# ---- imm_encode_loader ----
==> imm_encode_loader/pinout.png <==
Pins as bars across the die edge, other pins in grey.
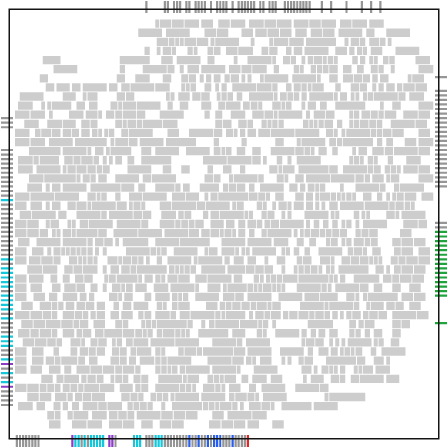

### src/rtl/riscv_pkg.sv
// Shared encodings for the instruction loader: format codes, NOP word, FSM states
// and the immediate-range helper used by the packer.
package riscv_pkg;

  localparam logic [2:0] FMT_I = 3'b000;
  localparam logic [2:0] FMT_B = 3'b001;
  localparam logic [2:0] FMT_S = 3'b010;
  localparam logic [2:0] FMT_J = 3'b011;
  localparam logic [2:0] FMT_U = 3'b100;

  localparam logic [31:0] NOP_WORD = 32'h0000_0013;

  typedef enum logic [1:0] {
    ST_IDLE = 2'b00,
    ST_RUN  = 2'b01,
    ST_DONE = 2'b10
  } state_e;

  // True when every bit selected by mask is a copy of the same value (sign extension holds).
  function automatic logic upper_uniform(input logic [31:0] v, input logic [31:0] mask);
    return ((v & mask) == 32'h0000_0000) || ((v & mask) == mask);
  endfunction

endpackage

### src/rtl/imm_packer.sv
// Combinational RISC-V word builder: places fields and immediate bits for one
// format and flags whether the immediate is exactly representable.
module imm_packer
  import riscv_pkg::*;
(
  input  logic [2:0]  fmt_i,
  input  logic [6:0]  opcode_i,
  input  logic [4:0]  rd_i,
  input  logic [4:0]  rs1_i,
  input  logic [4:0]  rs2_i,
  input  logic [2:0]  funct3_i,
  input  logic [31:0] imm_i,
  output logic [31:0] word_o,
  output logic        legal_o
);

  // Bit placement and representability per instruction format.
  always_comb begin
    word_o  = {25'd0, opcode_i};
    legal_o = 1'b0;
    case (fmt_i)
      FMT_I: begin
        word_o  = {imm_i[11:0], rs1_i, funct3_i, rd_i, opcode_i};
        legal_o = upper_uniform(imm_i, 32'hFFFF_F800);
      end
      FMT_S: begin
        word_o  = {imm_i[11:5], rs2_i, rs1_i, funct3_i, imm_i[4:0], opcode_i};
        legal_o = upper_uniform(imm_i, 32'hFFFF_F800);
      end
      FMT_B: begin
        word_o  = {imm_i[12], imm_i[10:5], rs2_i, rs1_i, funct3_i, imm_i[4:1], imm_i[11], opcode_i};
        legal_o = upper_uniform(imm_i, 32'hFFFF_F000) & ~imm_i[0];
      end
      FMT_J: begin
        word_o  = {imm_i[20], imm_i[10:1], imm_i[11], imm_i[19:12], rd_i, opcode_i};
        legal_o = upper_uniform(imm_i, 32'hFFF0_0000) & ~imm_i[0];
      end
      FMT_U: begin
        word_o  = {imm_i[31:12], rd_i, opcode_i};
        legal_o = (imm_i[11:0] == 12'd0);
      end
      default: begin
        word_o  = {25'd0, opcode_i};
        legal_o = 1'b0;
      end
    endcase
  end

endmodule

### src/rtl/imm_encode_loader.sv
// Streams encoded instructions into memory: one word in flight at a time, illegal
// entries replaced by NOP and counted.
module imm_encode_loader
  import riscv_pkg::*;
#(
  parameter int ADDR_W = 32,
  parameter int CNT_W  = 16
) (
  input  logic              clk,
  input  logic              reset,
  input  logic              start,
  input  logic [ADDR_W-1:0] base_addr,
  input  logic [CNT_W-1:0]  count,
  input  logic              in_valid,
  output logic              in_ready,
  input  logic [2:0]        fmt,
  input  logic [6:0]        opcode,
  input  logic [4:0]        rd,
  input  logic [4:0]        rs1,
  input  logic [4:0]        rs2,
  input  logic [2:0]        funct3,
  input  logic [6:0]        funct7,
  input  logic [31:0]       imm,
  output logic              mem_we,
  input  logic              mem_ready,
  output logic [ADDR_W-1:0] mem_addr,
  output logic [31:0]       mem_wdata,
  output logic              busy,
  output logic              done,
  output logic [CNT_W-1:0]  err_cnt
);

  state_e            state_q, state_d;
  logic [ADDR_W-1:0] addr_q, addr_d;
  logic [31:0]       wdata_q, wdata_d;
  logic              we_q, we_d;
  logic [CNT_W-1:0]  acc_rem_q, acc_rem_d;
  logic [CNT_W-1:0]  wr_rem_q, wr_rem_d;
  logic [CNT_W-1:0]  err_q, err_d;
  logic [31:0]       packed_s;
  logic              legal_s;
  logic              accept_s;
  logic              wr_done_s;
  logic              funct7_unused;

  // funct7 belongs to R-type, which this loader never emits.
  assign funct7_unused = ^funct7;

  imm_packer u_packer (
    .fmt_i    (fmt),
    .opcode_i (opcode),
    .rd_i     (rd),
    .rs1_i    (rs1),
    .rs2_i    (rs2),
    .funct3_i (funct3),
    .imm_i    (imm),
    .word_o   (packed_s),
    .legal_o  (legal_s)
  );

  assign in_ready  = (state_q == ST_RUN) && (acc_rem_q != {CNT_W{1'b0}}) && (!we_q || mem_ready);
  assign accept_s  = in_valid & in_ready;
  assign wr_done_s = we_q & mem_ready;

  // Next-state and datapath update for the load run.
  always_comb begin
    state_d   = state_q;
    addr_d    = addr_q;
    wdata_d   = wdata_q;
    we_d      = we_q;
    acc_rem_d = acc_rem_q;
    wr_rem_d  = wr_rem_q;
    err_d     = err_q;
    case (state_q)
      ST_IDLE: begin
        if (start) begin
          addr_d    = base_addr;
          acc_rem_d = count;
          wr_rem_d  = count;
          err_d     = {CNT_W{1'b0}};
          we_d      = 1'b0;
          state_d   = (count == {CNT_W{1'b0}}) ? ST_DONE : ST_RUN;
        end else begin
          state_d = ST_IDLE;
        end
      end
      ST_RUN: begin
        if (wr_done_s) begin
          addr_d   = addr_q + ADDR_W'(3'd4);
          wr_rem_d = wr_rem_q - CNT_W'(1'b1);
          we_d     = 1'b0;
        end else begin
          addr_d = addr_q;
        end
        // A new word may land in the same cycle the previous one retires.
        if (accept_s) begin
          wdata_d   = legal_s ? packed_s : NOP_WORD;
          we_d      = 1'b1;
          acc_rem_d = acc_rem_q - CNT_W'(1'b1);
          if (!legal_s && (err_q != {CNT_W{1'b1}})) begin
            err_d = err_q + CNT_W'(1'b1);
          end else begin
            err_d = err_q;
          end
        end else begin
          wdata_d = wdata_q;
        end
        if (wr_done_s && (wr_rem_q == CNT_W'(1'b1))) begin
          state_d = ST_DONE;
        end else begin
          state_d = ST_RUN;
        end
      end
      ST_DONE: state_d = ST_IDLE;
      default: state_d = ST_IDLE;
    endcase
  end

  // State and datapath registers with synchronous reset.
  always_ff @(posedge clk) begin
    if (reset) begin
      state_q   <= ST_IDLE;
      addr_q    <= {ADDR_W{1'b0}};
      wdata_q   <= 32'd0;
      we_q      <= 1'b0;
      acc_rem_q <= {CNT_W{1'b0}};
      wr_rem_q  <= {CNT_W{1'b0}};
      err_q     <= {CNT_W{1'b0}};
    end else begin
      state_q   <= state_d;
      addr_q    <= addr_d;
      wdata_q   <= wdata_d;
      we_q      <= we_d;
      acc_rem_q <= acc_rem_d;
      wr_rem_q  <= wr_rem_d;
      err_q     <= err_d;
    end
  end

  assign mem_we    = we_q;
  assign mem_addr  = addr_q;
  assign mem_wdata = wdata_q;
  assign busy      = (state_q == ST_RUN);
  assign done      = (state_q == ST_DONE);
  assign err_cnt   = err_q;

endmodule

### config.mk
export PLATFORM = sky130hd
export DESIGN_NAME = imm_encode_loader
export DESIGN_NICKNAME = d
export VERILOG_FILES = /design/src/rtl/riscv_pkg.sv /design/src/rtl/imm_packer.sv /design/src/rtl/imm_encode_loader.sv
export SDC_FILE = /design/constraint.sdc
export NUM_CORES = 1
export LEC_CHECK = 0
export ABC_CLOCK_PERIOD_IN_PS = 2200
export CAP_MARGIN = 20
export CORE_UTILIZATION = 43
export CTS_BUF_LIST = sky130_fd_sc_hd__clkbuf_16
export DETAILED_ROUTE_END_ITERATION = 16
export PLACE_DENSITY = 0.77
export SKIP_CTS_REPAIR_TIMING = 1
export SLEW_MARGIN = 25
export SYNTH_ARGS = -nofsm -noshare
export SYNTH_HDL_FRONTEND = slang
export SYNTH_SLANG_ARGS = --single-unit
export TNS_END_PERCENT = 50
### constraint.sdc
create_clock -name clk -period 2.2 [get_ports clk]
set_input_delay 0.66 -clock clk [delete_from_list [all_inputs] [get_ports clk]]
set_output_delay 0.66 -clock clk [all_outputs]
set_load 0.03 [all_outputs]
# ---- pcm_envelope ----
--- config.mk ---
export PLATFORM = sky130hd
export DESIGN_NAME = pcm_envelope
export DESIGN_NICKNAME = d
export VERILOG_FILES = /design/src/rtl/pcm_envelope.sv
export SDC_FILE = /design/constraint.sdc
export NUM_CORES = 1
export LEC_CHECK = 0
export CORE_MARGIN = 1.5
export CORE_UTILIZATION = 45
export CTS_BUF_LIST = sky130_fd_sc_hd__clkbuf_2 sky130_fd_sc_hd__clkbuf_4 sky130_fd_sc_hd__clkbuf_8
export DETAILED_ROUTE_END_ITERATION = 8
export PLACE_DENSITY = 0.75
export SYNTH_ARGS = -nofsm -noshare
export SYNTH_HDL_FRONTEND = slang
export SYNTH_SLANG_ARGS = --single-unit
--- constraint.sdc ---
create_clock -name pcm_clk -period 5.7 [get_ports pcm_clk]
set_input_delay 0.57 -clock pcm_clk [delete_from_list [all_inputs] [get_ports pcm_clk]]
set_output_delay 0.57 -clock pcm_clk [all_outputs]
set_load 0.02 [all_outputs]
--- src/rtl/pcm_envelope.sv ---
// Envelope detector: rectify PCM, one-pole IIR smoothing, per-window envelope and peak.
// Optional build macro PCM_ENV_LOG_EN: env_out in {exp,mant} log format with one extra stage.
module pcm_envelope #(
  parameter int unsigned ACC_W = 24,
  parameter int unsigned CNT_W = 8
) (
  input  logic        pcm_clk,
  input  logic        rst,
  input  logic        pcm_in_valid,
  output logic        pcm_in_ready,
  input  logic [15:0] pcm_in,
  input  logic [7:0]  win_len,
  input  logic [3:0]  alpha_shift,
  output logic        env_out_valid,
  input  logic        env_out_ready,
  output logic [15:0] env_out,
  output logic [15:0] peak_out,
  output logic [7:0]  overflow_cnt
);

  localparam int unsigned SH = ACC_W - 16;

  logic                    r_s1_valid;
  logic [15:0]             r_s1_a;
  logic signed [ACC_W:0]   r_y;
  logic [15:0]             r_pk;
  logic [CNT_W-1:0]        r_wc;

  logic [15:0]             w_abs;
  logic signed [ACC_W:0]   w_target;
  logic signed [ACC_W:0]   w_diff;
  logic signed [ACC_W:0]   w_step;
  logic signed [ACC_W:0]   w_y_new;
  logic [15:0]             w_pk_new;
  logic [CNT_W-1:0]        w_n;
  logic                    w_first;
  logic                    w_end;
  logic                    w_res_load;
  logic [15:0]             w_res_env;
  logic [15:0]             w_res_peak;

  assign pcm_in_ready = 1'b1;

  // Magnitude with -32768 clamped to the 15-bit maximum
  always_comb begin
    w_abs = pcm_in;
    if (pcm_in == 16'h8000) begin
      w_abs = 16'h7FFF;
    end else if (pcm_in[15]) begin
      w_abs = ~pcm_in + 16'd1;
    end
  end

  always_ff @(posedge pcm_clk) begin
    if (rst) begin
      r_s1_valid <= 1'b0;
      r_s1_a     <= 16'd0;
    end else begin
      r_s1_valid <= pcm_in_valid;
      if (pcm_in_valid) begin
        r_s1_a <= w_abs;
      end
    end
  end

  // IIR update; r_y carries a spare sign bit so the difference never wraps
  assign w_target = $signed({1'b0, r_s1_a, {SH{1'b0}}});
  assign w_diff   = w_target - r_y;
  assign w_step   = w_diff >>> alpha_shift;
  assign w_y_new  = r_y + w_step;

  assign w_n      = (win_len == 8'd0) ? CNT_W'(1) : CNT_W'(win_len);
  assign w_first  = (r_wc == CNT_W'(1));
  assign w_end    = r_s1_valid && (r_wc >= w_n);
  assign w_pk_new = (w_first || (r_s1_a > r_pk)) ? r_s1_a : r_pk;

  always_ff @(posedge pcm_clk) begin
    if (rst) begin
      r_y  <= '0;
      r_pk <= 16'd0;
      r_wc <= CNT_W'(1);
    end else if (r_s1_valid) begin
      r_y  <= w_y_new;
      r_pk <= w_pk_new;
      r_wc <= w_end ? CNT_W'(1) : r_wc + CNT_W'(1);
    end
  end

`ifdef PCM_ENV_LOG_EN
  logic        r_s3_load;
  logic [15:0] r_s3_env;
  logic [15:0] r_s3_peak;

  // MSB index as exponent, the 12 bits under the MSB as mantissa
  function automatic logic [15:0] lin2log(input logic [15:0] v);
    logic [3:0] e;
    e = 4'd0;
    for (int i = 0; i < 16; i++) begin
      if (v[i]) e = 4'(i);
    end
    if (v == 16'd0) return 16'd0;
    return {e, 12'((v << (4'd15 - e)) >> 3)};
  endfunction

  always_ff @(posedge pcm_clk) begin
    if (rst) begin
      r_s3_load <= 1'b0;
      r_s3_env  <= 16'd0;
      r_s3_peak <= 16'd0;
    end else begin
      r_s3_load <= w_end;
      if (w_end) begin
        r_s3_env  <= w_y_new[ACC_W-1 -: 16];
        r_s3_peak <= w_pk_new;
      end
    end
  end

  assign w_res_load = r_s3_load;
  assign w_res_env  = lin2log(r_s3_env);
  assign w_res_peak = r_s3_peak;
`else
  assign w_res_load = w_end;
  assign w_res_env  = w_y_new[ACC_W-1 -: 16];
  assign w_res_peak = w_pk_new;
`endif

  // Result holding register; unread results are overwritten and counted
  always_ff @(posedge pcm_clk) begin
    if (rst) begin
      env_out_valid <= 1'b0;
      env_out       <= 16'd0;
      peak_out      <= 16'd0;
      overflow_cnt  <= 8'd0;
    end else if (w_res_load) begin
      env_out       <= w_res_env;
      peak_out      <= w_res_peak;
      env_out_valid <= 1'b1;
      if (env_out_valid && !env_out_ready && (overflow_cnt != 8'hFF)) begin
        overflow_cnt <= overflow_cnt + 8'd1;
      end
    end else if (env_out_ready) begin
      env_out_valid <= 1'b0;
    end
  end

endmodule
==> imm_encode_loader/clock_wires.png <==
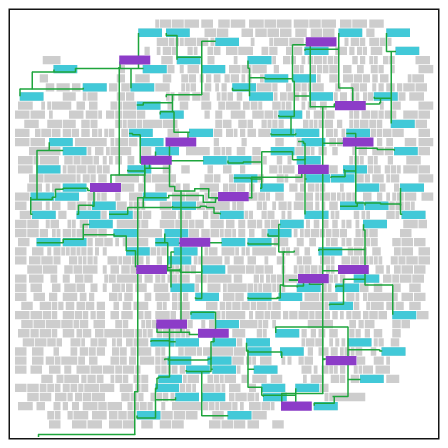
[clock wires] green | length: 1650 µm
[clock-net drivers] purple | count: 17
[flip-flops] cyan | count: 115
flops lie	widely spread
Late-Pin Clk Latency: 0.42 ns
clock power share: 0.374

==> imm_encode_loader/placed.png <==
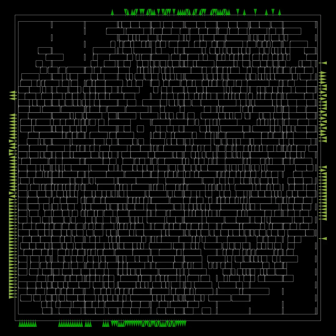
Non-Filler Instances: 1448
Finished Core Util: 0.712
Tapcells: 211

About imm_encode_loader/pinout.png:
port	colour	pins	direction	edge
`count`	green	16	input	right
`opcode`	blue	7	input	bottom
`rs1`	purple	5	input	3 bottom, 2 left
`imm`	cyan	32	input	18 left, 14 bottom
`in_ready`	red	1	output	bottom
all pins by edge	60 left, 59 bottom, 44 top, 41 right

==> ci_impl_report.md, imm_encode_loader <==
## Synthesis and layout report

| Metric | Value |
|---|---|
| Die width | `128 µm` |
| Arrival time at the worst endpoint | `roughly 2 ns` |
| Most common cell in the netlist | `nand2_1` |
| Clock buf/inv share | `0.0459` |
| Grt total ovfl | `0` |
| Psw | `1.98 mW` |
| Final WS setup | `-0.518 ns` |
| Power Combinational | `~1.8 mW` |
| Flop pwr share | `0.354` |
| Final setup violation count | `31` |
| Reg area | `0.00230 mm²` |
| Unrepaired setup endpoints after global routing | `yes` |
| OpenROAD warning count | `36` |
| Outcome | `complete, but fails checks` |
| Hold Path End | `mem_addr[0]` |
| Max power group | `the clock network` |
| Core Footprint | `0.0153 mm²` |
| Failing checks | `negative setup slack` |
| Largest net degree at the start of global routing | `94` |
## imm_encode_loader: critical path, cell delays in order, from the launching register on
cell and delay, ns:
dfxtp_2 0.32, inv_2 0.07, ha_4 0.14, or3b_4 0.40, nor4_4 0.32, buf_4 0.19
a21oi_4 0.05, buf_6 0.13
## imm_encode_loader: metal layers
layer / up-vias / part of all wire
met5: - / 0
met1: 3916 / 0.42
li1: 4051 / -
met2: 364 / 0.48
met3: 45 / 0.077
met4: 0 / 0.020
==> pcm_envelope/layers.png <==
Bar = 50 µm.
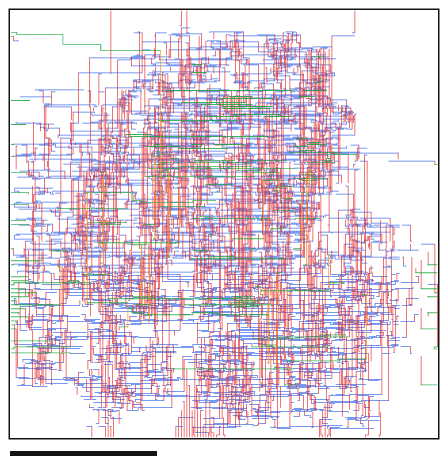
layer	colour	wire length
M1	blue	12000 µm
M3	green	1580 µm
M2	red	12100 µm
M4	orange	450 µm

==> pcm_envelope/placed.png <==
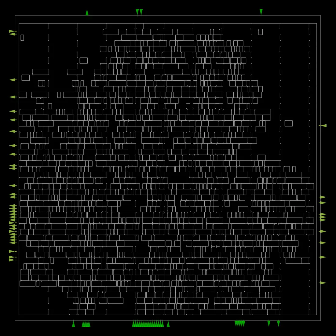
Tapcells: 265
Seq cells: 107
Core Footprint: 0.0197 mm²
layout filler cell count: 1953

==> ci_impl_report.md, pcm_envelope <==
## Synthesis and layout report

| Metric | Value |
|---|---|
| Final wirelength | `26100 µm` |
| Hold Startpoint | `env_out[1]` |
| Reg2Reg Setup Slack | `0.26 ns` |
| Cell taking the most area after synthesis | `dfxtp_1` |
| Die width | `145 µm` |
| Multi-input logic area | `0.00656 mm²` |
| Num CTS Buffers | `9` |
| Grt total ovfl | `0` |
| Final min period | `between 5 and 6 ns` |
| First-pass GRT wire length | `42300 µm` |
| Nets | `1327` |
| Mapped Area | `0.00911 mm²` |
| R2R depth | `17` |
| Outcome | `finished, final reports clean` |
| Post-CTS Setup Inserts | `0` |
| Drc violations | `0` |
[pcm_envelope: through the flow]
stage	std cells	utilization	hold WS (ns)	power, mW	setup WS, ns
2_1_floorplan	1178	-	0.449	3.07	0.657
4_1_cts	1494	0.526	0.469	4.29	0.00349
6_report	1494	0.530	0.467	4.39	0.261
5_1_grt	1494	0.530	0.477	4.71	0.00146
3_3_place_gp	1478	0.517	0.444	3.77	0.230
3_5_place_dp	1478	0.517	0.451	3.79	0.0628


==> screenshots <==
I/O nets highlighted.
picture 1
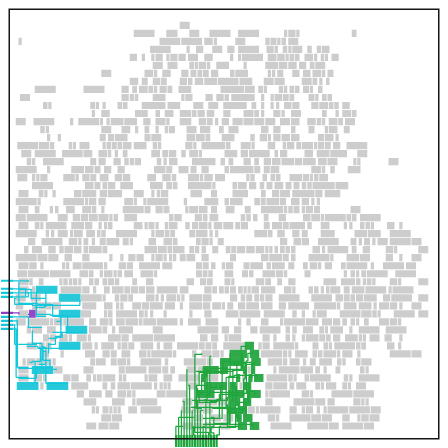
picture 2
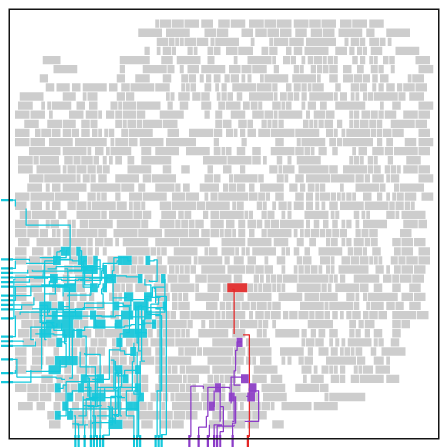
Picture 2 comes from imm_encode_loader.
Picture 1 comes from pcm_envelope.

Power figures rest on the tool's default switching activity, not on a simulated workload.
